=== stream_mux_rr ===
===== src/rtl/stream_mux_rr.sv =====
// N-channel valid/ready stream multiplexer with fixed-select or round-robin arbitration
// feeding a single registered output stage.
module stream_mux_rr #(
    parameter int WIDTH = 8,
    parameter int NCH   = 4,
    parameter int SELW  = 2
) (
    input  logic                   clk,
    input  logic                   rst_n,
    input  logic [NCH*WIDTH-1:0]   in_data,
    input  logic [NCH-1:0]         in_valid,
    output logic [NCH-1:0]         in_ready,
    input  logic                   mode,
    input  logic [SELW-1:0]        sel,
    output logic [WIDTH-1:0]       out_data,
    output logic [SELW-1:0]        out_chan,
    output logic                   out_valid,
    input  logic                   out_ready
);

    logic [WIDTH-1:0] out_data_q, out_data_d;
    logic [SELW-1:0]  out_chan_q, out_chan_d;
    logic             out_valid_q, out_valid_d;
    logic [SELW-1:0]  ptr_q, ptr_d;

    logic             load_en;
    logic             gnt_vld;
    logic [SELW-1:0]  gnt;
    logic [SELW:0]    rr_idx;
    logic [WIDTH-1:0] gnt_data;

    assign load_en = !out_valid_q || out_ready;

    // Round-robin scans from the highest offset down so the channel closest to ptr wins.
    always_comb begin
        gnt     = '0;
        gnt_vld = 1'b0;
        rr_idx  = '0;
        if (mode) begin
            for (int k = NCH - 1; k >= 0; k--) begin
                rr_idx = {1'b0, ptr_q} + (SELW + 1)'(k);
                if (rr_idx >= (SELW + 1)'(NCH)) begin
                    rr_idx = rr_idx - (SELW + 1)'(NCH);
                end
                for (int i = 0; i < NCH; i++) begin
                    if (rr_idx == (SELW + 1)'(i) && in_valid[i]) begin
                        gnt     = SELW'(i);
                        gnt_vld = 1'b1;
                    end
                end
            end
        end else begin
            for (int i = 0; i < NCH; i++) begin
                if (sel == SELW'(i) && in_valid[i]) begin
                    gnt     = SELW'(i);
                    gnt_vld = 1'b1;
                end
            end
        end
    end

    always_comb begin
        gnt_data = '0;
        in_ready = '0;
        for (int i = 0; i < NCH; i++) begin
            if (gnt == SELW'(i)) begin
                gnt_data = in_data[i*WIDTH +: WIDTH];
            end
            in_ready[i] = rst_n && load_en && gnt_vld && (gnt == SELW'(i));
        end
    end

    always_comb begin
        out_data_d  = out_data_q;
        out_chan_d  = out_chan_q;
        out_valid_d = out_valid_q;
        ptr_d       = ptr_q;
        if (load_en) begin
            if (gnt_vld) begin
                out_data_d  = gnt_data;
                out_chan_d  = gnt;
                out_valid_d = 1'b1;
                if (mode) begin
                    ptr_d = (gnt == SELW'(NCH - 1)) ? '0 : gnt + SELW'(1);
                end
            end else begin
                out_valid_d = 1'b0;
            end
        end
    end

    always_ff @(posedge clk or negedge rst_n) begin
        if (!rst_n) begin
            out_data_q  <= '0;
            out_chan_q  <= '0;
            out_valid_q <= 1'b0;
            ptr_q       <= '0;
        end else begin
            out_data_q  <= out_data_d;
            out_chan_q  <= out_chan_d;
            out_valid_q <= out_valid_d;
            ptr_q       <= ptr_d;
        end
    end

    assign out_data  = out_data_q;
    assign out_chan  = out_chan_q;
    assign out_valid = out_valid_q;

endmodule

===== config.mk =====
export PLATFORM = sky130hd
export DESIGN_NAME = stream_mux_rr
export DESIGN_NICKNAME = d
export VERILOG_FILES = /design/src/rtl/stream_mux_rr.sv
export SDC_FILE = /design/constraint.sdc
export NUM_CORES = 1
export LEC_CHECK = 0
export ABC_AREA = 1
export CORE_MARGIN = 1.5
export CORE_UTILIZATION = 43
export CTS_CLUSTER_DIAMETER = 30
export DETAILED_ROUTE_END_ITERATION = 10
export GPL_ROUTABILITY_DRIVEN = 0
export GPL_TIMING_DRIVEN = 0
export PLACE_DENSITY = 0.86
export SYNTH_ARGS = -nofsm -noshare
export SYNTH_HDL_FRONTEND = slang
export SYNTH_SLANG_ARGS = --single-unit
export TNS_END_PERCENT = 10

===== constraint.sdc =====
create_clock -name clk -period 6.8 [get_ports clk]
set_clock_uncertainty 0.05 [all_clocks]
set_input_delay 1.7 -clock clk [delete_from_list [all_inputs] [get_ports clk]]
set_output_delay 1.7 -clock clk [all_outputs]
set_load 0.005 [all_outputs]

=== xgmii_rx_tlp_extract ===
<file path="config.mk">
export PLATFORM = sky130hd
export DESIGN_NAME = xgmii_rx_tlp_extract
export DESIGN_NICKNAME = d
export VERILOG_FILES = /design/src/rtl/xgmii_rx_tlp_extract.sv
export SDC_FILE = /design/constraint.sdc
export NUM_CORES = 1
export LEC_CHECK = 0
export CORE_MARGIN = 3
export CORE_UTILIZATION = 41
export CTS_CLUSTER_DIAMETER = 100
export DETAILED_ROUTE_END_ITERATION = 6
export GPL_TIMING_DRIVEN = 0
export PLACE_DENSITY = 0.85
export SLEW_MARGIN = 20
export SYNTH_ARGS = -nofsm -noshare
export SYNTH_HDL_FRONTEND = slang
export SYNTH_SLANG_ARGS = --single-unit
</file>
<file path="constraint.sdc">
create_clock -name clk -period 2.4 [get_ports clk]
set_input_delay 0.24 -clock clk [delete_from_list [all_inputs] [get_ports clk]]
set_output_delay 0.24 -clock clk [all_outputs]
set_load 0.05 [all_outputs]
</file>
<file path="src/rtl/xgmii_rx_tlp_extract.sv">
// XGMII RX -> TLP FIFO writer: filters TLP-carrying Ethernet frames, strips
// preamble/MAC header/FCS and writes the TLP as tagged 64-bit words.
module xgmii_rx_tlp_extract #(
  parameter logic [15:0] ETHERTYPE    = 16'h88B5,
  parameter int          MAX_WORDS    = 34,
  parameter bit          ACCEPT_BCAST = 1'b1
) (
  input  logic        clk,
  input  logic        sys_rst_n,
  input  logic [63:0] xgmii_rxd,
  input  logic [7:0]  xgmii_rxc,
  input  logic [47:0] if_macaddr,
  output logic [71:0] din,
  output logic        wr_en,
  input  logic        full,
  input  logic        prog_full,
  output logic [7:0]  xgmii_pktcount,
  output logic [15:0] rx_drop_count,
  output logic [15:0] rx_err_count
);

  localparam int            CW         = $clog2(MAX_WORDS + 1);
  localparam logic [CW-1:0] LAST_SLOT  = CW'(MAX_WORDS - 1);
  localparam logic [63:0]   START_WORD = 64'hD555_5555_5555_55FB;

  typedef enum logic [2:0] {IDLE, HDR0, HDR1, PAY0, PAY1, PAY, DROP} state_t;

  state_t        r_state;
  state_t        w_next;
  logic [47:0]   r_dst;
  logic [63:0]   r_hold;
  logic [CW-1:0] r_wcnt;
  logic [7:0]    r_pktCount;
  logic [15:0]   r_dropCount;
  logic [15:0]   r_errCount;

  logic        w_isStart, w_fdLane0, w_fdLane4, w_hasTerm, w_isIdle;
  logic        w_dstOk, w_accept;
  logic [47:0] w_dstNext;
  logic [15:0] w_etherType;
  logic        w_write, w_start, w_end, w_loadHold, w_dropInc, w_truncErr;
  logic [1:0]  w_keep;

  assign w_isStart   = (xgmii_rxc == 8'h01) && (xgmii_rxd == START_WORD);
  assign w_fdLane0   = (xgmii_rxc == 8'h01) && (xgmii_rxd[7:0] == 8'hFD);
  assign w_fdLane4   = (xgmii_rxc == 8'hF0) && (xgmii_rxd[39:32] == 8'hFD) &&
                       (xgmii_rxd[63:40] == 24'h070707);
  assign w_isIdle    = (xgmii_rxc == 8'hFF);
  // First byte on the wire (lane 0) is the MSB of the MAC address.
  assign w_dstNext   = {xgmii_rxd[7:0], xgmii_rxd[15:8], xgmii_rxd[23:16],
                        xgmii_rxd[31:24], xgmii_rxd[39:32], xgmii_rxd[47:40]};
  assign w_etherType = {xgmii_rxd[39:32], xgmii_rxd[47:40]};
  assign w_dstOk     = (r_dst == if_macaddr) || (ACCEPT_BCAST && (r_dst == 48'hFFFF_FFFF_FFFF));
  assign w_accept    = w_dstOk && (w_etherType == ETHERTYPE) && (xgmii_rxc == 8'h00) && !prog_full;

  always_comb begin
    w_hasTerm = 1'b0;
    for (int k = 0; k < 8; k++) begin
      if (xgmii_rxc[k] && (xgmii_rxd[8*k +: 8] == 8'hFD)) w_hasTerm = 1'b1;
    end
  end

  // The held word is written while its successor is on the bus, so the
  // successor decides whether the held word is the last one and how many dwords it keeps.
  always_comb begin
    w_next     = r_state;
    w_write    = 1'b0;
    w_start    = 1'b0;
    w_end      = 1'b0;
    w_keep     = 2'b11;
    w_loadHold = 1'b0;
    w_dropInc  = 1'b0;
    w_truncErr = 1'b0;
    case (r_state)
      IDLE: if (w_isStart) w_next = HDR0;
      HDR0: begin
        if (xgmii_rxc != 8'h00) begin
          w_next    = DROP;
          w_dropInc = 1'b1;
        end else begin
          w_next = HDR1;
        end
      end
      HDR1: begin
        if (w_accept) begin
          w_next = PAY0;
        end else begin
          w_next    = DROP;
          w_dropInc = 1'b1;
        end
      end
      PAY0: begin
        if (xgmii_rxc != 8'h00) begin
          w_next    = DROP;
          w_dropInc = 1'b1;
        end else begin
          w_loadHold = 1'b1;
          w_next     = PAY1;
        end
      end
      PAY1: begin
        if (xgmii_rxc != 8'h00) begin
          w_next    = DROP;
          w_dropInc = 1'b1;
        end else begin
          w_write    = 1'b1;
          w_start    = 1'b1;
          w_loadHold = 1'b1;
          w_next     = PAY;
        end
      end
      PAY: begin
        w_write = 1'b1;
        if (xgmii_rxc == 8'h00) begin
          w_loadHold = 1'b1;
        end else if (w_fdLane0) begin
          w_keep = 2'b01;
          w_end  = 1'b1;
          w_next = IDLE;
        end else if (w_fdLane4) begin
          w_end  = 1'b1;
          w_next = IDLE;
        end else begin
          w_end      = 1'b1;
          w_truncErr = 1'b1;
          w_next     = DROP;
        end
        if ((r_wcnt == LAST_SLOT) && !w_end) begin
          w_end      = 1'b1;
          w_truncErr = 1'b1;
          w_next     = DROP;
        end
      end
      DROP: if (w_hasTerm || w_isIdle) w_next = IDLE;
      default: w_next = IDLE;
    endcase
  end

  always_ff @(posedge clk or negedge sys_rst_n) begin
    if (!sys_rst_n) begin
      r_state     <= IDLE;
      r_dst       <= '0;
      r_hold      <= '0;
      r_wcnt      <= '0;
      r_pktCount  <= '0;
      r_dropCount <= '0;
      r_errCount  <= '0;
    end else begin
      r_state <= w_next;
      if (r_state == HDR0) r_dst <= w_dstNext;
      if (w_loadHold) r_hold <= xgmii_rxd;
      if (r_state == HDR1) r_wcnt <= '0;
      else if (w_write) r_wcnt <= r_wcnt + CW'(1);
      if (w_write && w_end && !full) r_pktCount <= r_pktCount + 8'd1;
      if (w_dropInc) r_dropCount <= r_dropCount + 16'd1;
      r_errCount <= r_errCount + 16'(w_truncErr) + 16'(w_write & full);
    end
  end

  assign wr_en          = w_write & ~full;
  assign din            = wr_en ? {4'b0000, w_keep, w_end, w_start, r_hold} : 72'd0;
  assign xgmii_pktcount = r_pktCount;
  assign rx_drop_count  = r_dropCount;
  assign rx_err_count   = r_errCount;

endmodule
</file>

==> screenshots <==
Wiring by layer.
Only two layers are drawn.
picture 1
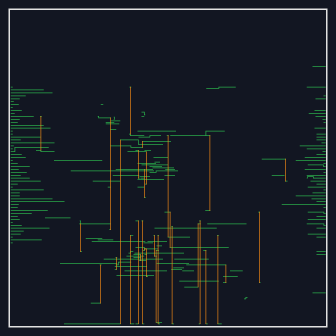
picture 2
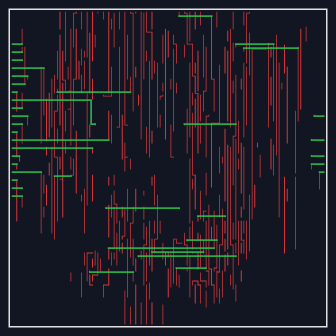
Picture 1 is xgmii_rx_tlp_extract.
Picture 2 is stream_mux_rr.
Of these, most wire: picture 1

Key to picture 1:
- metal 3: green (wire length 1530 um)
- metal 4: orange (wire length 836 um)

xgmii_rx_tlp_extract, placement view:
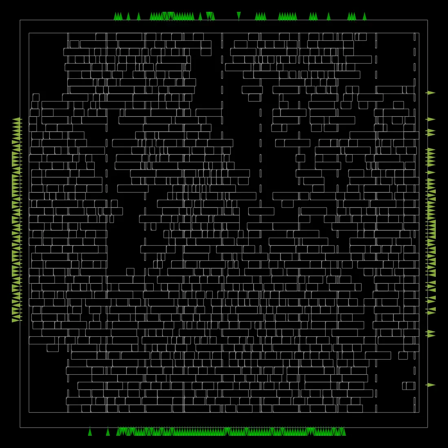
# fillers: 1441
Cell Rows: 50
post-route insts no fill: 1233
Well Taps: 260

==> reports/metrics.yaml, xgmii_rx_tlp_extract <==
post_drt_wl_per_cell_um: 20.7
seq_share: 0.330
syn_avg_cell_area_sq_um: 11.8
async_flop_share: 1.00
comb_cells: 491
drc: 0
hpwl_mm: 18.2
use_met3: 0.0422
dp.cells: 1179
power_density_nw_per_um2: 476
yosysWarnings: 0
dr.pass1.iters: 5
topCombFamilyByArea: "simple AND/OR/NAND/NOR gates"
wl_met1_mm: 10.9
timing.rr.start: "r_dst[28]$_DFFE_PN0P_"
overflow: 0
status: "complete, no violations"
cts_tree: "done"
inverters_excl_clock: 3
cp-end-kind: "primary output"
ys_sh_simple: 0.184
max-vdd-ir-drop_mv: 0.495
synthXorXnorAreaFrac: 0.0968
buffers_excl_clock: 286
fin_nets: 1090
hold-path-endpoint: "r_hold[58]$_DFFE_PN0P_"
place_ws_ns: -1.44
report.final.hold_viol_count: 0
placed_cell_area_sq_um: 10800
finalWirelength_mm: 25.6
area_delta_synth_final_pct: 51.9
ff_count: 161
clkCellAreaFrac: 0.0471
pwr-share-comb: 0.075
rsz0062_at_grt: "yes"
warnings: 29
## xgmii_rx_tlp_extract: kinds of logic (layout without fill, tap and decap cells)
group | count (synthesis) | in the layout
simple gates | 256 | 256
flops | 161 | 161
mux | 114 | 114
xor+xnor | 89 | 89
buf+inv | 34 | 321
compound gates | 22 | 22
fa+ha+maj | 6 | 6
other cells | 1 | 4
## xgmii_rx_tlp_extract: power groups by stage
stage	Clock [W]	Sequential, W	Combinational (W)
after floorplan	0	0.00277	0.0000704
after global placement	0	0.00277	0.000413
after detailed placement	0	0.00277	0.000423
after CTS	0.00270	0.00272	0.000429
after global routing	0.00281	0.00272	0.000463
final	0.00266	0.00272	0.000435
## xgmii_rx_tlp_extract: sequential cells by signal (all words and copies together) (netlist names)
| register | flops |
|---|---|
| rx_drop_count | 16 |
| r_dst | 48 |
| r_hold | 64 |
| r_state | 3 |
| r_wcnt | 6 |
| xgmii_pktcount | 8 |
| rx_err_count | 16 |
## xgmii_rx_tlp_extract: what timing repair did
action                                 in CTS  in global routing
setup endpoints to repair                 179                119
hold buffers                                1                  0
cloned                                      7                  0
buffers inserted                            8                  7
endpoints found under the hold margin      90                  0
pin swaps                                  17                 52
resized                                   551                122
stream_mux_rr, floorplan with the power grid:
The bar under the picture is 20 um long. Pins as bars on the die edge.
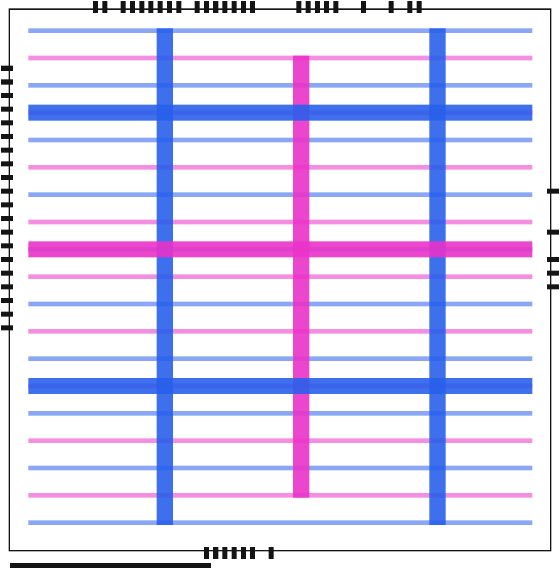
- VSS: blue
- VDD: magenta
- signal pins: 57
- rows: 18
- met1 rails: 19
core area: 2450 sq um
Die Y: 53.7 um
VDD IR max: 0.209 mV
Die Width: 53.7 um

stream_mux_rr, placement view:
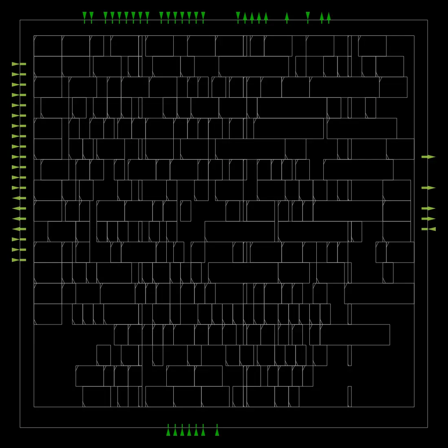
Well Taps: 30
post-route insts no fill: 268
Seq area share: 0.188

==> reports/metrics.yaml, stream_mux_rr <==
sh_comb_area: 0.392
htreeDepth: 1
synth_seq_share: 0.294
n_antenna_cell: 0
cpMostUsedCell: "nand2_1"
slowest_delay_ns: 0.59
path_depth: 22
yosys_cells: 178
status: "complete, no violations"
ios: 57
grt_util_met2: 0.423
grt_use_met1: 0.332
worst_pin_slew_ns: 0.616
reg2reg_slack_ns: 3.65
power_density_nw_per_um2: 338
finalWirelength_mm: 3.30
placed_cell_area_sq_um: 1710
drt_iter0_drc: 30
tns_ns: 0
buffers_excl_clock: 64
use_met3: 0.0444
clock_path_buffers: 2
cp_num_buf_inv: 5
ant_nets: 0
dr.pass1.iters: 4
antenna_found_initial: 0
-- stream_mux_rr: kinds of logic (layout without fill, tap and decap cells) --
| kind of cell | count (synthesis) | count (layout) | share of synthesized area |
|---|---|---|---|
| and+or+nand+nor | 100 | 100 | 0.392 |
| DFF | 13 | 13 | 0.294 |
| AOI/OAI and AO/OA | 38 | 38 | 0.175 |
| adders and majority gates | 4 | 4 | 0.0452 |
| buffers and inverters | 23 | 83 | 0.0938 |
-- stream_mux_rr: synth_stat cells, drive strengths merged --
| library cell | n |
|---|---|
| a21oi | 9 |
| a31oi | 1 |
| buf | 4 |
| clkbuf | 4 |
| clkinv | 1 |
| dfrtp | 13 |
| ha | 4 |
| inv | 14 |
| nand2 | 59 |
| nand3 | 29 |
| nor2 | 10 |
| nor3 | 2 |
| o211ai | 1 |
| o21ai | 27 |
-- stream_mux_rr: power breakdown --
part | switching, W | internal, W | leakage [nW]
registers | 0.0000218 | 0.000114 | 0.159
logic | 0.000223 | 0.000180 | 0.658
clock network | 0.0000234 | 0.0000227 | 0.0150
total | 0.000268 | 0.000316 | 0.832
-- stream_mux_rr: state kept, by name (all words and copies together), names as in the netlist --
signal	flops
out_chan	2
out_data	8
ptr_q	2
out_valid	1

=== seq_mult8_ctrl_flat ===
seq_mult8_ctrl_flat, cell classes on the final placement:
The bar under the picture is 20 um long.
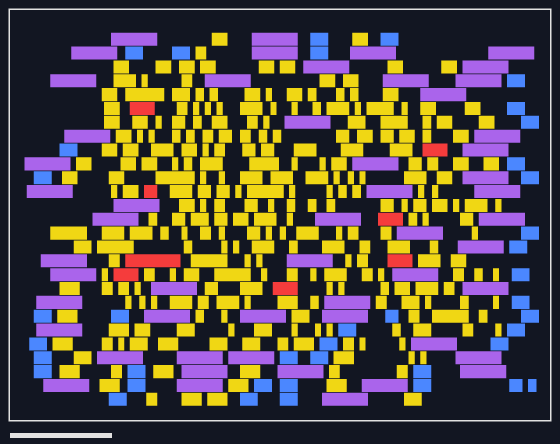

`config.mk`:
```
export PLATFORM = sky130hd
export DESIGN_NAME = seq_mult8_ctrl_flat
export DESIGN_NICKNAME = d
export VERILOG_FILES = /design/src/rtl/mult_ctrl_pkg.sv /design/src/rtl/seq_mult8_ctrl_if.sv /design/src/rtl/array_multiplier_gen.sv /design/src/rtl/seq_mult8_ctrl.sv /design/src/flat_wrapper.sv
export SDC_FILE = /design/constraint.sdc
export NUM_CORES = 1
export LEC_CHECK = 0
export CELL_PAD_IN_SITES_DETAIL_PLACEMENT = 1
export CELL_PAD_IN_SITES_GLOBAL_PLACEMENT = 1
export CORE_ASPECT_RATIO = 0.75
export CORE_MARGIN = 2
export CORE_UTILIZATION = 44
export DETAILED_ROUTE_END_ITERATION = 10
export PLACE_DENSITY_LB_ADDON = 0.3
export SYNTH_ARGS = -nofsm -noshare
export SYNTH_HDL_FRONTEND = slang
export SYNTH_SLANG_ARGS = --single-unit
```
`constraint.sdc`:
```
create_clock -name clk -period 7.3 [get_ports clk]
set_input_delay 0.73 -clock clk [delete_from_list [all_inputs] [get_ports clk]]
set_output_delay 0.73 -clock clk [all_outputs]
set_load 0.02 [all_outputs]
```
`src/rtl/mult_ctrl_pkg.sv`:
```
// Shared types and constants for the sequential 8x8 multiplier controller.
// The step table maps each of the four nibble steps to its operand halves and shift.
package mult_ctrl_pkg;

    localparam int OP_W     = 8;
    localparam int PROD_W   = 16;
    localparam int NIB_W    = OP_W / 2;
    localparam int PART_W   = 2 * NIB_W;
    localparam int STEP_CNT = 4;
    localparam int STEP_W   = $clog2(STEP_CNT);

    localparam logic [STEP_W-1:0] LAST_STEP = STEP_W'(STEP_CNT - 1);

    typedef enum logic [1:0] {
        IDLE = 2'd0,
        MUL  = 2'd1,
        DONE = 2'd2
    } state_t;

    typedef struct packed {
        logic       a_hi;
        logic       b_hi;
        logic [3:0] shift;
    } step_sel_t;

    // step | a nibble | b nibble | shift :  0 L L 0 | 1 H L 4 | 2 L H 4 | 3 H H 8
    function automatic step_sel_t step_sel(input logic [STEP_W-1:0] step);
        step_sel_t s;
        case (step)
            2'd0:    s = '{a_hi: 1'b0, b_hi: 1'b0, shift: 4'd0};
            2'd1:    s = '{a_hi: 1'b1, b_hi: 1'b0, shift: 4'd4};
            2'd2:    s = '{a_hi: 1'b0, b_hi: 1'b1, shift: 4'd4};
            default: s = '{a_hi: 1'b1, b_hi: 1'b1, shift: 4'd8};
        endcase
        return s;
    endfunction

endpackage

```
`src/rtl/seq_mult8_ctrl_if.sv`:
```
// Operand/product handshake bundle for seq_mult8_ctrl.
// master = producer/consumer side, slave = the multiplier block.
interface seq_mult8_ctrl_if;
    import mult_ctrl_pkg::*;

    logic              in_valid;
    logic              in_ready;
    logic [OP_W-1:0]   a;
    logic [OP_W-1:0]   b;
    logic              abort;
    logic              out_valid;
    logic              out_ready;
    logic [PROD_W-1:0] p;

    modport master (
        output in_valid, a, b, abort, out_ready,
        input  in_ready, out_valid, p
    );

    modport slave (
        input  in_valid, a, b, abort, out_ready,
        output in_ready, out_valid, p
    );

endinterface

```
`src/rtl/array_multiplier_gen.sv`:
```
// Combinational unsigned WxW array multiplier built from AND rows and adders.
module array_multiplier_gen #(
    parameter int W = 4
) (
    input  logic [W-1:0]   x,
    input  logic [W-1:0]   y,
    output logic [2*W-1:0] prod
);

    always_comb begin
        prod = '0;
        for (int i = 0; i < W; i++) begin
            prod = prod + (({{W{1'b0}}, x & {W{y[i]}}}) << i);
        end
    end

endmodule

```
`src/rtl/seq_mult8_ctrl.sv`:
```
// Sequential 8x8 unsigned multiplier: one 4x4 array multiplier shared over four
// nibble steps, accumulating into a 16-bit register, with valid/ready on both sides.
//
//   state | meaning
//   IDLE  | waiting for an operand pair, in_ready=1
//   MUL   | one nibble step per cycle, abort returns to IDLE
//   DONE  | product held on p with out_valid=1 until out_ready
module seq_mult8_ctrl
    import mult_ctrl_pkg::*;
#(
    parameter bit ZERO_SKIP = 1'b1
) (
    input  logic             clk,
    input  logic             rst_n,
    seq_mult8_ctrl_if.slave  bus
);

    state_t              state;
    state_t              state_nxt;
    logic [STEP_W-1:0]   step;
    logic [OP_W-1:0]     a_q;
    logic [OP_W-1:0]     b_q;
    logic                zero_q;
    logic [PROD_W-1:0]   acc;
    logic [PROD_W-1:0]   p_q;
    logic [PROD_W-1:0]   partial;
    logic [PROD_W-1:0]   acc_sum;
    logic [NIB_W-1:0]    nib_a;
    logic [NIB_W-1:0]    nib_b;
    logic [PART_W-1:0]   part;
    step_sel_t           sel;
    logic                accept;
    logic                skip;

    assign accept = (state == IDLE) && bus.in_valid;
    assign skip   = ZERO_SKIP && zero_q;

    assign sel     = step_sel(step);
    assign nib_a   = sel.a_hi ? a_q[OP_W-1:NIB_W] : a_q[NIB_W-1:0];
    assign nib_b   = sel.b_hi ? b_q[OP_W-1:NIB_W] : b_q[NIB_W-1:0];

    array_multiplier_gen #(.W(NIB_W)) u_mul (
        .x    (nib_a),
        .y    (nib_b),
        .prod (part)
    );

    assign partial = {{(PROD_W-PART_W){1'b0}}, part} << sel.shift;
    assign acc_sum = acc + partial;

    always_ff @(posedge clk or negedge rst_n) begin
        if (!rst_n) begin
            state <= IDLE;
        end else begin
            state <= state_nxt;
        end
    end

    always_comb begin
        state_nxt = state;
        case (state)
            IDLE: if (bus.in_valid) state_nxt = MUL;
            MUL: begin
                if (bus.abort) begin
                    state_nxt = IDLE;
                end else if (skip || (step == LAST_STEP)) begin
                    state_nxt = DONE;
                end
            end
            DONE: if (bus.out_ready) state_nxt = IDLE;
            default: state_nxt = IDLE;
        endcase
    end

    always_comb begin
        bus.in_ready  = (state == IDLE);
        bus.out_valid = (state == DONE);
    end

    // p_q keeps the last completed product while acc is reused by the next operation.
    always_ff @(posedge clk or negedge rst_n) begin
        if (!rst_n) begin
            a_q    <= '0;
            b_q    <= '0;
            zero_q <= 1'b0;
            acc    <= '0;
            step   <= '0;
            p_q    <= '0;
        end else if (accept) begin
            a_q    <= bus.a;
            b_q    <= bus.b;
            zero_q <= (bus.a == '0) || (bus.b == '0);
            acc    <= '0;
            step   <= '0;
        end else if (state == MUL) begin
            if (bus.abort) begin
                acc  <= '0;
                step <= '0;
            end else if (skip) begin
                p_q  <= '0;
            end else begin
                acc  <= acc_sum;
                step <= step + 1'b1;
                if (step == LAST_STEP) begin
                    p_q <= acc_sum;
                end
            end
        end
    end

    assign bus.p = p_q;

endmodule
```
`src/flat_wrapper.sv`:
```
// flat-port wrapper written by rule: the top's interface ports become plain ports
module seq_mult8_ctrl_flat import mult_ctrl_pkg::*;
#(
    parameter bit ZERO_SKIP = 1'b1
)
  (clk, rst_n, bus_in_valid, bus_a, bus_b, bus_abort, bus_out_ready, bus_in_ready, bus_out_valid, bus_p);
  seq_mult8_ctrl_if bus_i ();
  input  logic clk;
  input  logic rst_n;
  input wire logic [$bits(bus_i.in_valid)-1:0] bus_in_valid;
  input wire logic [$bits(bus_i.a)-1:0] bus_a;
  input wire logic [$bits(bus_i.b)-1:0] bus_b;
  input wire logic [$bits(bus_i.abort)-1:0] bus_abort;
  input wire logic [$bits(bus_i.out_ready)-1:0] bus_out_ready;
  output wire logic [$bits(bus_i.in_ready)-1:0] bus_in_ready;
  output wire logic [$bits(bus_i.out_valid)-1:0] bus_out_valid;
  output wire logic [$bits(bus_i.p)-1:0] bus_p;
  assign bus_i.in_valid = bus_in_valid;
  assign bus_i.a = bus_a;
  assign bus_i.b = bus_b;
  assign bus_i.abort = bus_abort;
  assign bus_i.out_ready = bus_out_ready;
  assign bus_in_ready = bus_i.in_ready;
  assign bus_out_valid = bus_i.out_valid;
  assign bus_p = bus_i.p;
  seq_mult8_ctrl #(.ZERO_SKIP(ZERO_SKIP)) u_core (.clk(clk), .rst_n(rst_n), .bus(bus_i));
endmodule
```
=== uart_rx_core ===
$ cat src/rtl/uart_rx_core.sv
// Oversampling UART receiver: start + DATA_WIDTH data bits (LSB first) + stop, mid-bit sampling on BCLK ticks.
// Optional even-parity bit and parity_err output when UART_RX_PARITY_EN is defined.
module uart_rx_core #(
  parameter int OVERSAMPLE = 16,
  parameter int DATA_WIDTH = 8,
  parameter int DATA_BITS  = $clog2(DATA_WIDTH)
) (
  input  logic                  UCLK,
  input  logic                  reset,
  input  logic                  BCLK,
  input  logic                  rx,
  output logic [DATA_WIDTH-1:0] R_data,
  output logic                  rx_done,
  output logic                  frame_err,
`ifdef UART_RX_PARITY_EN
  output logic                  parity_err,
`endif
  output logic                  rx_busy
);

  localparam int TICK_W = $clog2(OVERSAMPLE);
  localparam logic [TICK_W-1:0]    TICK_HALF = TICK_W'(OVERSAMPLE / 2 - 1);
  localparam logic [TICK_W-1:0]    TICK_FULL = TICK_W'(OVERSAMPLE - 1);
  localparam logic [DATA_BITS-1:0] LAST_BIT  = DATA_BITS'(DATA_WIDTH - 1);

`ifdef UART_RX_PARITY_EN
  typedef enum logic [2:0] {IDLE, START, DATA, PARITY, STOP} state_t;
`else
  typedef enum logic [2:0] {IDLE, START, DATA, STOP} state_t;
`endif

  state_t                state, state_nxt;
  logic                  rx_meta, rx_s;
  logic [TICK_W-1:0]     tick_cnt;
  logic [DATA_BITS-1:0]  bit_cnt;
  logic [DATA_WIDTH-1:0] shreg;
  logic                  bit_end, sample_data, sample_stop;
  logic                  at_half, at_full;
`ifdef UART_RX_PARITY_EN
  logic                  par_bit, sample_par;
`endif

  assign at_half = (tick_cnt == TICK_HALF);
  assign at_full = (tick_cnt == TICK_FULL);

  always_ff @(posedge UCLK or negedge reset) begin
    if (!reset) begin
      rx_meta <= 1'b1;
      rx_s    <= 1'b1;
    end else begin
      rx_meta <= rx;
      rx_s    <= rx_meta;
    end
  end

  always_ff @(posedge UCLK or negedge reset) begin
    if (!reset) state <= IDLE;
    else        state <= state_nxt;
  end

  always_comb begin
    state_nxt = state;
    case (state)
      IDLE:  if (!rx_s) state_nxt = START;
      START: if (BCLK && at_half) state_nxt = rx_s ? IDLE : DATA;
`ifdef UART_RX_PARITY_EN
      DATA:   if (BCLK && at_full && bit_cnt == LAST_BIT) state_nxt = PARITY;
      PARITY: if (BCLK && at_full) state_nxt = STOP;
`else
      DATA:  if (BCLK && at_full && bit_cnt == LAST_BIT) state_nxt = STOP;
`endif
      STOP:  if (BCLK && at_full) state_nxt = IDLE;
      default: state_nxt = IDLE;
    endcase
  end

  always_comb begin
    rx_busy     = (state != IDLE);
    bit_end     = 1'b0;
    sample_data = 1'b0;
    sample_stop = 1'b0;
`ifdef UART_RX_PARITY_EN
    sample_par  = 1'b0;
`endif
    if (BCLK) begin
      case (state)
        START: bit_end = at_half;
        DATA: begin
          bit_end     = at_full;
          sample_data = at_full;
        end
`ifdef UART_RX_PARITY_EN
        PARITY: begin
          bit_end    = at_full;
          sample_par = at_full;
        end
`endif
        STOP: begin
          bit_end     = at_full;
          sample_stop = at_full;
        end
        default: bit_end = 1'b0;
      endcase
    end
  end

  // Tick counter restarts at every bit boundary so each sample lands mid-bit.
  always_ff @(posedge UCLK or negedge reset) begin
    if (!reset) begin
      tick_cnt <= '0;
      bit_cnt  <= '0;
      shreg    <= '0;
    end else begin
      if (state == IDLE)  tick_cnt <= '0;
      else if (BCLK)      tick_cnt <= bit_end ? '0 : tick_cnt + 1'b1;
      if (state == START) bit_cnt <= '0;
      else if (sample_data) bit_cnt <= bit_cnt + 1'b1;
      if (sample_data) shreg <= {rx_s, shreg[DATA_WIDTH-1:1]};
    end
  end

  always_ff @(posedge UCLK or negedge reset) begin
    if (!reset) begin
      R_data     <= '0;
      rx_done    <= 1'b0;
      frame_err  <= 1'b0;
`ifdef UART_RX_PARITY_EN
      par_bit    <= 1'b0;
      parity_err <= 1'b0;
`endif
    end else begin
      rx_done <= sample_stop;
`ifdef UART_RX_PARITY_EN
      if (sample_par) par_bit <= rx_s;
`endif
      if (sample_stop) begin
        R_data    <= shreg;
        frame_err <= ~rx_s;
`ifdef UART_RX_PARITY_EN
        parity_err <= (^shreg) ^ par_bit;
`endif
      end
    end
  end

endmodule
$ cat config.mk
export PLATFORM = sky130hd
export DESIGN_NAME = uart_rx_core
export DESIGN_NICKNAME = d
export VERILOG_FILES = /design/src/rtl/uart_rx_core.sv
export SDC_FILE = /design/constraint.sdc
export NUM_CORES = 1
export LEC_CHECK = 0
export CAP_MARGIN = 20
export CELL_PAD_IN_SITES_DETAIL_PLACEMENT = 1
export CELL_PAD_IN_SITES_GLOBAL_PLACEMENT = 2
export CORE_MARGIN = 2
export CORE_UTILIZATION = 42
export DETAILED_ROUTE_END_ITERATION = 6
export DONT_BUFFER_PORTS = 1
export HOLD_SLACK_MARGIN = 0.06
export MAX_ROUTING_LAYER = met4
export PLACE_DENSITY = 0.87
export SLEW_MARGIN = 20
export SYNTH_ARGS = -nofsm -noshare
export SYNTH_HDL_FRONTEND = slang
export SYNTH_SLANG_ARGS = --single-unit
$ cat constraint.sdc
create_clock -name UCLK -period 2.35 [get_ports UCLK]
set_input_delay 0.705 -clock UCLK [delete_from_list [all_inputs] [get_ports UCLK]]
set_output_delay 0.705 -clock UCLK [all_outputs]
set_load 0.02 [all_outputs]
seq_mult8_ctrl_flat, placement view:
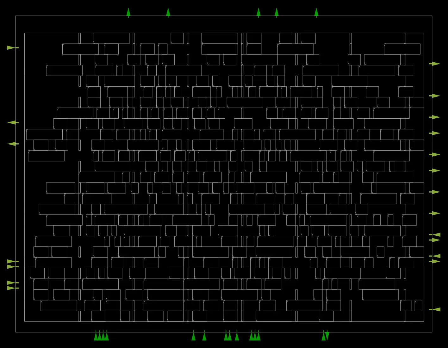
# fillers: 843
post-route insts no fill: 472
Well Taps: 101

seq_mult8_ctrl_flat, wiring by layer:
Only two layers are drawn.
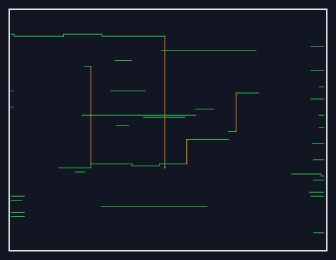
- metal 3: green (wire length 346 um)
- metal 4: orange (wire length 97.9 um)
DR WL/cell: 18.7 um
Routed Wire Length: 8.81 mm
DR vias: 2643

About 'cell classes on the final placement' of seq_mult8_ctrl_flat:
- clock drivers and dummy loads: red (cells 8; share of their area 3.1%)
- sequential cells: purple (cells 53; share of their area 34%)
- combinational and other logic: yellow (cells 270; share of their area 53%)
- remaining buffers and delay cells: blue (cells 40; share of their area 10%)
core area: 7470 sq um
final instance area: 4020 sq um
Cell Rows: 27

==> reports/metrics.yaml, seq_mult8_ctrl_flat <==
wl_met1_mm: 4.44
cts_tree: "done"
clkCellAreaFrac: 0.0299
flop_cell: "dfrtp_1"
dp.cells: 464
synthAdderAreaFrac: 0.130
use_met3: 0.0446
required_ns: 7.52
synth_seq_share: 0.386
postCtsHoldBufs: 0
topCombFamilyByArea: "AND-OR/OR-AND gates"
cts-resized-gates: 0
yosys.area_share.aoi: 0.190
ys_ff: 53
finalClockSkew_ns: 0.0121
setup_viol: 0
cpLargestDelayFamily: "adder cells"
tns_ns: 0
route.met3.wl_um: 346
yosys_cells: 334
n_clock_buffer: 6
status: "complete, no violations"
synth_top_cell_by_area: "dfrtp_1"
yosysWarnings: 0
seq_share: 0.330
fin_crit_ns: 6.40
globalplace.congestion: 0.860
mux_area_frac: 0.0815
top_area_cell_class: "multi-input combinational cells"
seq_mult8_ctrl_flat: registers in the layout (all words and copies together) (netlist names):
register and flops:
u_core.acc 16, u_core.bus.p 16, u_core.a_q 8, u_core.skip 1, u_core.step 2, u_core.b_q 8, u_core.state 2
seq_mult8_ctrl_flat: cell usage in the layout, fill, tap and decap left out, types with 2 or more instances in the layout:
cell type / count
or2_2: 9
nor2_1: 32
nand2_1: 25
mux2_2: 16
clkdlybuf4s50_1: 37
ha_1: 26
nor2b_1: 3
o21ai_0: 12
nand3_1: 2
clkbuf_8: 6
buf_4: 2
and2_1: 5
a22o_1: 25
xor2_1: 4
fa_1: 6
a31oi_1: 2
dfrtp_1: 53
inv_1: 15
or3_1: 2
o21ai_1: 2
nor4_1: 5
a211oi_1: 4
mux2i_1: 10
o31ai_1: 4
xnor2_1: 15
a21o_1: 5
o31ai_4: 2
a21oi_1: 15
nand2b_1: 5
seq_mult8_ctrl_flat: cells by family (layout without fill, tap and decap cells):
family,after synthesis,count (layout)
and+or+nand+nor,94,94
AOI/OAI and AO/OA,84,84
DFF,53,53
adders and majority gates,32,32
muxes,26,26
buffers and inverters,26,63
xor gates and xnor gates,19,19
uart_rx_core, cell classes on the final placement:
The bar under the picture is 20 um long.
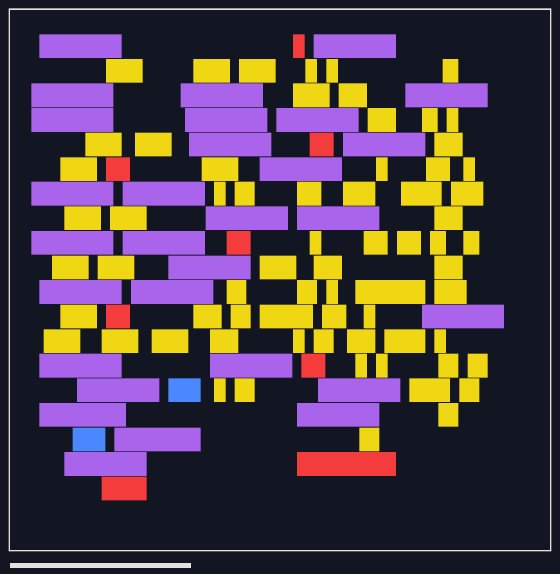
- combinational and other logic: yellow (cells 68; share of their area 40%)
- sequential cells: purple (cells 29; share of their area 52%)
- remaining buffers and delay cells: blue (cells 2; share of their area 1.4%)
- clock drivers and dummy loads: red (cells 8; share of their area 6.1%)
final core occ: 0.476
Seq area share: 0.510
final instance area: 1430 sq um

==> reports/metrics.yaml, uart_rx_core <==
critPathKind: "reg -> out"
required_ns: 1.64
synthDistinctLibCells: 35
regArea_sq_um: 728
sh_comb_area: 0.377
finalClockPeriodUsage: 0.895
cp-end-kind: "primary output"
hold_class: "in -> async"
drv_slew: 0
tns_ns: 0
slew_headroom: 0.453
post_drt_wl_per_cell_um: 17.5
rsz0062_at_grt: "no"
vias: 813
cpLargestDelayFamily: "flip-flops"
crit_chain: "nor2_1 -> inv_1"
globalplace.congestion: 0.808
vias_per_cell: 5.81
async_flop_share: 1.00
r2r_cells: 4
ios: 15
yosys-stat-area_sq_um: 1310
status: "complete, no violations"
layout_top_cell: "dfrtp_1"
overflow: 0
path_depth: 2
top_cell: "dfrtp_1"
yosys-top-cells-area: "dfrtp_1 52%, mux2_2 15%, dfstp_2 4.0%"
fin_nets: 113
syn_avg_cell_area_sq_um: 12.8
synth_top_area_share: 0.517
wl_met1_mm: 1.09
busiest_layer: "met2"
uart_rx_core: final timing paths:
kind                       slack (ns)                     to
max                              0.25                rx_busy
min                              0.21         rx_s$_DFF_PN1_
max reg2reg                      0.44  frame_err$_DFFE_PN0P_
min reg2reg                      0.36         rx_s$_DFF_PN1_
max in group asynchronous        0.93  frame_err$_DFFE_PN0P_
min in group UCLK                0.36         rx_s$_DFF_PN1_
uart_rx_core: cell families (layout without fill, tap and decap cells):
kind of cell,after synthesis,in the layout,share of synthesized area
compound gates,17,17,0.0939
flops,29,29,0.557
buf+inv,9,14,0.0297
fa+ha+maj,3,3,0.0287
mux,19,19,0.162
simple gates,23,23,0.115
xor+xnor,2,2,0.0134
uart_rx_core: per-stage QoR:
stage	std cells	hold WS, ns	worst slack, ns	util
global placement	130	0.347	0.502	0.441
global route	140	0.194	0.0847	0.476
floorplan	102	0.345	0.546	-
finish	140	0.215	0.248	0.476
CTS	139	0.0601	0.225	0.473
detailed placement	130	0.347	0.446	0.441

=== simprisc_ctrl ===
simprisc_ctrl, floorplan with the power grid:
The bar under the picture is 20 um long. Pins as bars on the die edge.
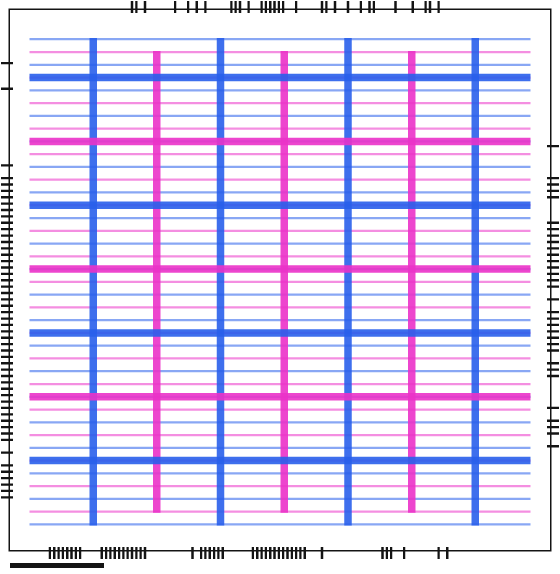
simprisc_ctrl, cell classes on the final placement:
The bar under the picture is 20 um long.
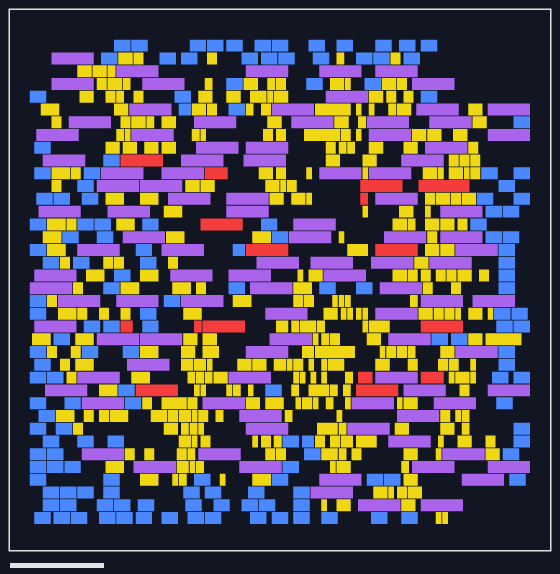
<file path="config.mk">
export PLATFORM = sky130hd
export DESIGN_NAME = simprisc_ctrl
export DESIGN_NICKNAME = d
export VERILOG_FILES = /design/src/rtl/simprisc_ctrl_pkg.sv /design/src/rtl/simprisc_decoder.sv /design/src/rtl/simprisc_ctrl.sv
export SDC_FILE = /design/constraint.sdc
export NUM_CORES = 1
export LEC_CHECK = 0
export CORE_MARGIN = 4
export CORE_UTILIZATION = 45
export DETAILED_ROUTE_END_ITERATION = 10
export HOLD_SLACK_MARGIN = 0.15
export PLACE_DENSITY_LB_ADDON = 0.15
export SLEW_MARGIN = 10
export SYNTH_ARGS = -nofsm -noshare
export SYNTH_HDL_FRONTEND = slang
export SYNTH_SLANG_ARGS = --single-unit
</file>
<file path="constraint.sdc">
create_clock -name clk -period 7.1 [get_ports clk]
set_input_delay 0.71 -clock clk [delete_from_list [all_inputs] [get_ports clk]]
set_output_delay 0.71 -clock clk [all_outputs]
set_load 0.01 [all_outputs]
</file>
<file path="src/rtl/simprisc_ctrl_pkg.sv">
// rtl/simprisc_ctrl_pkg.sv - shared types and constants for the simprisc control sequencer
//
// Holds the ALU operation encoding, the sequencer state encoding, trap causes
// and the two opcodes the core executes. The ALU and the testbench predictor
// import this package as well, so the encodings below are the shared contract.

package simprisc_ctrl_pkg;

    typedef enum logic [3:0] {
        ALU_ADD  = 4'd0,
        ALU_SUB  = 4'd1,
        ALU_SLL  = 4'd2,
        ALU_SLT  = 4'd3,
        ALU_SLTU = 4'd4,
        ALU_XOR  = 4'd5,
        ALU_SRL  = 4'd6,
        ALU_SRA  = 4'd7,
        ALU_OR   = 4'd8,
        ALU_AND  = 4'd9
    } alu_op_e;

    typedef enum logic [2:0] {
        ST_IDLE   = 3'd0,
        ST_FETCH  = 3'd1,
        ST_WAIT   = 3'd2,
        ST_DECODE = 3'd3,
        ST_EXEC   = 3'd4,
        ST_WB     = 3'd5,
        ST_TRAP   = 3'd6
    } ctrl_state_e;

    typedef enum logic [1:0] {
        CAUSE_NONE          = 2'd0,
        CAUSE_ILLEGAL       = 2'd1,
        CAUSE_FETCH_TIMEOUT = 2'd2
    } trap_cause_e;

    localparam logic [6:0] OPCODE_OP     = 7'b0110011;
    localparam logic [6:0] OPCODE_OP_IMM = 7'b0010011;

endpackage

</file>
<file path="src/rtl/simprisc_decoder.sv">
// rtl/simprisc_decoder.sv - combinational OP / OP-IMM instruction decoder
//
// Ports:
//   ir        in   32    latched instruction word
//   alu_op    out  4     ALU operation select
//   alu_b_sel out  1     0 = rs2 data, 1 = immediate
//   alu_imm   out  XLEN  sign-extended I-immediate
//   rs1/rs2   out  5     source register fields
//   rd        out  5     destination register field
//   illegal   out  1     encoding outside the supported OP / OP-IMM subset

module simprisc_decoder
    import simprisc_ctrl_pkg::*;
#(
    parameter int XLEN = 32
) (
    input  logic [31:0]     ir,
    output alu_op_e         alu_op,
    output logic            alu_b_sel,
    output logic [XLEN-1:0] alu_imm,
    output logic [4:0]      rs1,
    output logic [4:0]      rs2,
    output logic [4:0]      rd,
    output logic            illegal
);

    logic [6:0] opcode;
    logic [2:0] funct3;
    logic [6:0] funct7;

    assign opcode  = ir[6:0];
    assign funct3  = ir[14:12];
    assign funct7  = ir[31:25];
    assign rd      = ir[11:7];
    assign rs1     = ir[19:15];
    assign rs2     = ir[24:20];
    assign alu_imm = {{(XLEN-12){ir[31]}}, ir[31:20]};

    always_comb begin
        alu_op    = ALU_ADD;
        alu_b_sel = 1'b0;
        illegal   = 1'b1;
        case (opcode)
            OPCODE_OP: begin
                if (funct7 == 7'b0000000) begin
                    illegal = 1'b0;
                    case (funct3)
                        3'd0:    alu_op = ALU_ADD;
                        3'd1:    alu_op = ALU_SLL;
                        3'd2:    alu_op = ALU_SLT;
                        3'd3:    alu_op = ALU_SLTU;
                        3'd4:    alu_op = ALU_XOR;
                        3'd5:    alu_op = ALU_SRL;
                        3'd6:    alu_op = ALU_OR;
                        default: alu_op = ALU_AND;
                    endcase
                end else if (funct7 == 7'b0100000) begin
                    if (funct3 == 3'd0) begin
                        alu_op  = ALU_SUB;
                        illegal = 1'b0;
                    end else if (funct3 == 3'd5) begin
                        alu_op  = ALU_SRA;
                        illegal = 1'b0;
                    end
                end
            end
            OPCODE_OP_IMM: begin
                alu_b_sel = 1'b1;
                case (funct3)
                    3'd0: begin alu_op = ALU_ADD;  illegal = 1'b0; end
                    3'd2: begin alu_op = ALU_SLT;  illegal = 1'b0; end
                    3'd3: begin alu_op = ALU_SLTU; illegal = 1'b0; end
                    3'd4: begin alu_op = ALU_XOR;  illegal = 1'b0; end
                    3'd6: begin alu_op = ALU_OR;   illegal = 1'b0; end
                    3'd7: begin alu_op = ALU_AND;  illegal = 1'b0; end
                    // Shift-immediates reuse imm[11:5] as a function field.
                    3'd1: begin
                        alu_op  = ALU_SLL;
                        illegal = (funct7 != 7'b0000000);
                    end
                    default: begin
                        if (funct7 == 7'b0000000) begin
                            alu_op  = ALU_SRL;
                            illegal = 1'b0;
                        end else if (funct7 == 7'b0100000) begin
                            alu_op  = ALU_SRA;
                            illegal = 1'b0;
                        end
                    end
                endcase
            end
            default: ;
        endcase
    end

endmodule

</file>
<file path="src/rtl/simprisc_ctrl.sv">
// rtl/simprisc_ctrl.sv - multi-cycle fetch/decode/execute/writeback sequencer
//
// Ports:
//   clk, rst            clock, asynchronous active-high reset
//   run                 execute while high
//   halted, trap        status (IDLE or TRAP / TRAP only)
//   imem_req/addr       fetch request and address (= PC)
//   imem_gnt/rvalid     request accepted / instruction data valid
//   imem_rdata          instruction word
//   rf_raddr1/2         rs1/rs2, valid in DECODE and EXEC
//   rf_we/rf_waddr      register write in WB (suppressed for x0)
//   alu_op/b_sel/imm    ALU controls, valid in EXEC and WB
//   retire, instret     retire pulse in WB and wrapping retire counter
//   trap_cause          0 none, 1 illegal, 2 fetch timeout

module simprisc_ctrl
    import simprisc_ctrl_pkg::*;
#(
    parameter int              XLEN          = 32,
    parameter logic [XLEN-1:0] PC_RESET      = '0,
    parameter int              FETCH_TIMEOUT = 15
) (
    input  logic            clk,
    input  logic            rst,
    input  logic            run,
    output logic            halted,
    output logic            imem_req,
    output logic [XLEN-1:0] imem_addr,
    input  logic            imem_gnt,
    input  logic            imem_rvalid,
    input  logic [31:0]     imem_rdata,
    output logic [4:0]      rf_raddr1,
    output logic [4:0]      rf_raddr2,
    output logic            rf_we,
    output logic [4:0]      rf_waddr,
    output alu_op_e         alu_op,
    output logic            alu_b_sel,
    output logic [XLEN-1:0] alu_imm,
    output logic            retire,
    output logic [31:0]     instret,
    output logic            trap,
    output logic [1:0]      trap_cause
);

    localparam int TCNT_W = $clog2(FETCH_TIMEOUT + 1);
    localparam logic [TCNT_W-1:0] TCNT_LAST = TCNT_W'(FETCH_TIMEOUT - 1);

    ctrl_state_e     state_q, state_d;
    logic [XLEN-1:0] pc_q;
    logic [31:0]     ir_q;
    logic [TCNT_W-1:0] tcnt_q;
    logic [31:0]     instret_q;
    trap_cause_e     cause_q;

    alu_op_e         dec_alu_op;
    logic            dec_b_sel;
    logic [XLEN-1:0] dec_imm;
    logic [4:0]      dec_rs1, dec_rs2, dec_rd;
    logic            dec_illegal;

    simprisc_decoder #(.XLEN(XLEN)) u_decoder (
        .ir        (ir_q),
        .alu_op    (dec_alu_op),
        .alu_b_sel (dec_b_sel),
        .alu_imm   (dec_imm),
        .rs1       (dec_rs1),
        .rs2       (dec_rs2),
        .rd        (dec_rd),
        .illegal   (dec_illegal)
    );

    always_ff @(posedge clk or posedge rst) begin
        if (rst) begin
            state_q <= ST_IDLE;
        end else begin
            state_q <= state_d;
        end
    end

    always_comb begin
        state_d = state_q;
        case (state_q)
            ST_IDLE:   if (run) state_d = ST_FETCH;
            ST_FETCH:  if (imem_gnt) state_d = ST_WAIT;
            // rvalid is checked first so a response in the last allowed cycle wins.
            ST_WAIT: begin
                if (imem_rvalid)              state_d = ST_DECODE;
                else if (tcnt_q == TCNT_LAST) state_d = ST_TRAP;
            end
            ST_DECODE: state_d = dec_illegal ? ST_TRAP : ST_EXEC;
            ST_EXEC:   state_d = ST_WB;
            ST_WB:     state_d = run ? ST_FETCH : ST_IDLE;
            ST_TRAP:   state_d = ST_TRAP;
            default:   state_d = ST_IDLE;
        endcase
    end

    always_ff @(posedge clk or posedge rst) begin
        if (rst) begin
            pc_q      <= PC_RESET;
            ir_q      <= '0;
            tcnt_q    <= '0;
            instret_q <= '0;
            cause_q   <= CAUSE_NONE;
        end else begin
            case (state_q)
                ST_FETCH: tcnt_q <= '0;
                ST_WAIT: begin
                    if (imem_rvalid)              ir_q    <= imem_rdata;
                    else if (tcnt_q == TCNT_LAST) cause_q <= CAUSE_FETCH_TIMEOUT;
                    else                          tcnt_q  <= tcnt_q + 1'b1;
                end
                ST_DECODE: if (dec_illegal) cause_q <= CAUSE_ILLEGAL;
                ST_WB: begin
                    pc_q      <= pc_q + XLEN'(4);
                    instret_q <= instret_q + 32'd1;
                end
                default: ;
            endcase
        end
    end

    logic in_rd_phase, in_alu_phase, in_wb;

    assign in_rd_phase  = (state_q == ST_DECODE) || (state_q == ST_EXEC);
    assign in_alu_phase = (state_q == ST_EXEC)   || (state_q == ST_WB);
    assign in_wb        = (state_q == ST_WB);

    assign halted     = (state_q == ST_IDLE) || (state_q == ST_TRAP);
    assign trap       = (state_q == ST_TRAP);
    assign trap_cause = cause_q;
    assign imem_req   = (state_q == ST_FETCH);
    assign imem_addr  = pc_q;
    assign rf_raddr1  = in_rd_phase ? dec_rs1 : 5'd0;
    assign rf_raddr2  = in_rd_phase ? dec_rs2 : 5'd0;
    assign alu_op     = in_alu_phase ? dec_alu_op : ALU_ADD;
    assign alu_b_sel  = in_alu_phase && dec_b_sel;
    assign alu_imm    = in_alu_phase ? dec_imm : '0;
    assign rf_we      = in_wb && (dec_rd != 5'd0);
    assign rf_waddr   = in_wb ? dec_rd : 5'd0;
    assign retire     = in_wb;
    assign instret    = instret_q;

endmodule

</file>
==> reports/metrics.yaml <==
drv_slew: 0
p_clk_w: 0.000508
hold_depth: 1
status: "complete, no violations"
async_flop_share: 1.00
post_drt_wl_per_cell_um: 16.5
p_leak_nw: 2.95
crit_chain: "and2b_1 -> and2_1 -> clkdlybuf4s50_1"
cts_setup_buffers: 0
internal_power_w: 0.00137
critical_path.endpoint: "alu_imm[26]"
edf_count: 0
flop_cell: "dfrtp_1"
warnings: 27
synth_top_area_share: 0.500
yosysWarnings: 0
globalplace.congestion: 0.842
yosys.area_share.aoi: 0.0381
min_from: "imem_addr[31]$_DFFE_PP0P_"
finalClockPeriodUsage: 0.490
ant_nets: 0
numCtsBuffers: 9
max-vdd-ir-drop_mv: 0.200
tns_ns: 0
pwr-share-comb: 0.322
layout_top_cell: "clkdlybuf4s50_1"
grt_max_degree: 82
cts.clk_slew.worst_paths_ns: 0.07
fp_util: 0.467
cts.sink_count: 103
About 'floorplan with the power grid' of simprisc_ctrl:
- VDD: magenta
- VSS: blue
- met5 straps: 7
- rows: 38
- signal pins: 160
- met1 rails: 39
- met4 straps: 7
core area: 11000 sq um
Die Y: 115 um

About 'cell classes on the final placement' of simprisc_ctrl:
- combinational and other logic: yellow (cells 328; share of their area 34%)
- clock drivers and dummy loads: red (cells 16; share of their area 4.5%)
- sequential cells: purple (cells 103; share of their area 38%)
- remaining buffers and delay cells: blue (cells 160; share of their area 23%)
Seq area share: 0.369
Cell Rows: 38
final instance area: 6990 sq um

==> area by class of cell <==
type	count	area [sq um]
clock buffer	11	253
clock inverter	5	56.3
fill	908	4040
inverter	10	40.0
multi-input combinational	318	2290
sequential	103	2580
tap	140	175
timing repair buffer	160	1590
==> stage by stage <==
stage               hold WS (ns)  setup slack (ns)   util  cell area (sq um)  total power (W)
global route               0.482              3.36  0.633               6990          0.00213
CTS                        0.479              3.59  0.633               6990          0.00203
global placement           0.462              4.10  0.605               6680          0.00149
floorplan                  0.472              3.69      -               5160          0.00125
finish                     0.474              3.62  0.633               6990          0.00201
detailed placement         0.471              3.98  0.605               6680          0.00152
==> flip-flops by register name, indices dropped and copies added (netlist names) <==
| name | cells |
|---|---|
| state_q | 3 |
| imem_addr | 30 |
| ir_q | 32 |
| trap_cause | 2 |
| tcnt_q | 4 |
| instret | 32 |
==> per-layer routing <==
metal  share of wire  vias up  global-route usage
li1                -     1887                   -
met4           0.021        0              0.0634
met5               0        -                   0
met2            0.49      129               0.312
met1            0.41     1926               0.229
met3           0.081       20              0.0679


==> layout pictures side by side <==
Floorplan with the power grid.
panel A
The bar under the picture is 50 um long. Pins as bars on the die edge.
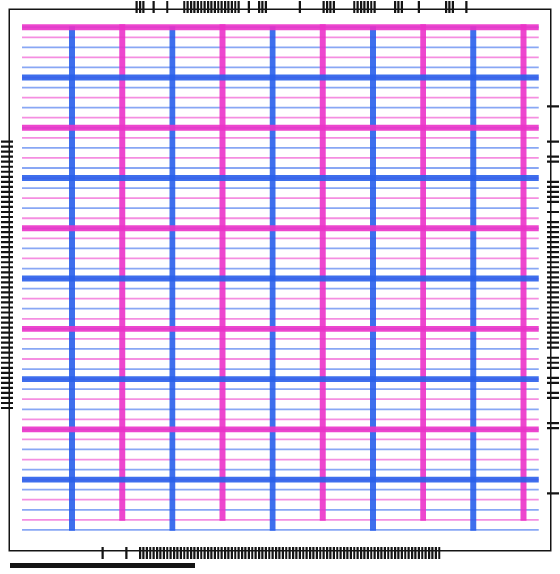
panel B
The bar under the picture is 20 um long. Pins as bars on the die edge.
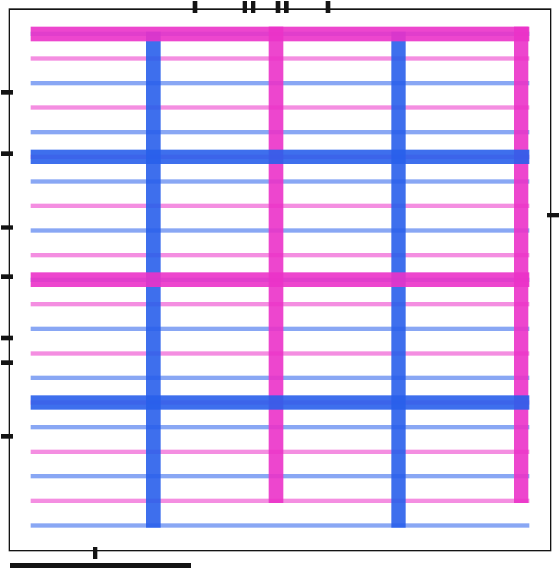
panel C
The bar under the picture is 20 um long. Pins as bars on the die edge.
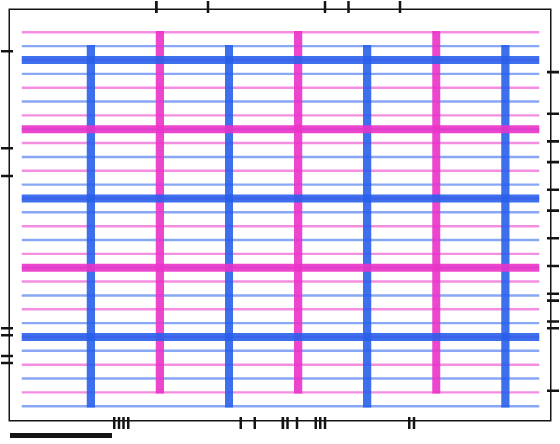
The one with the most pins is panel A.
Panel C is seq_mult8_ctrl_flat.
Panel B is uart_rx_core.
Panel A is xgmii_rx_tlp_extract.

Power and IR drop assume default switching activity.
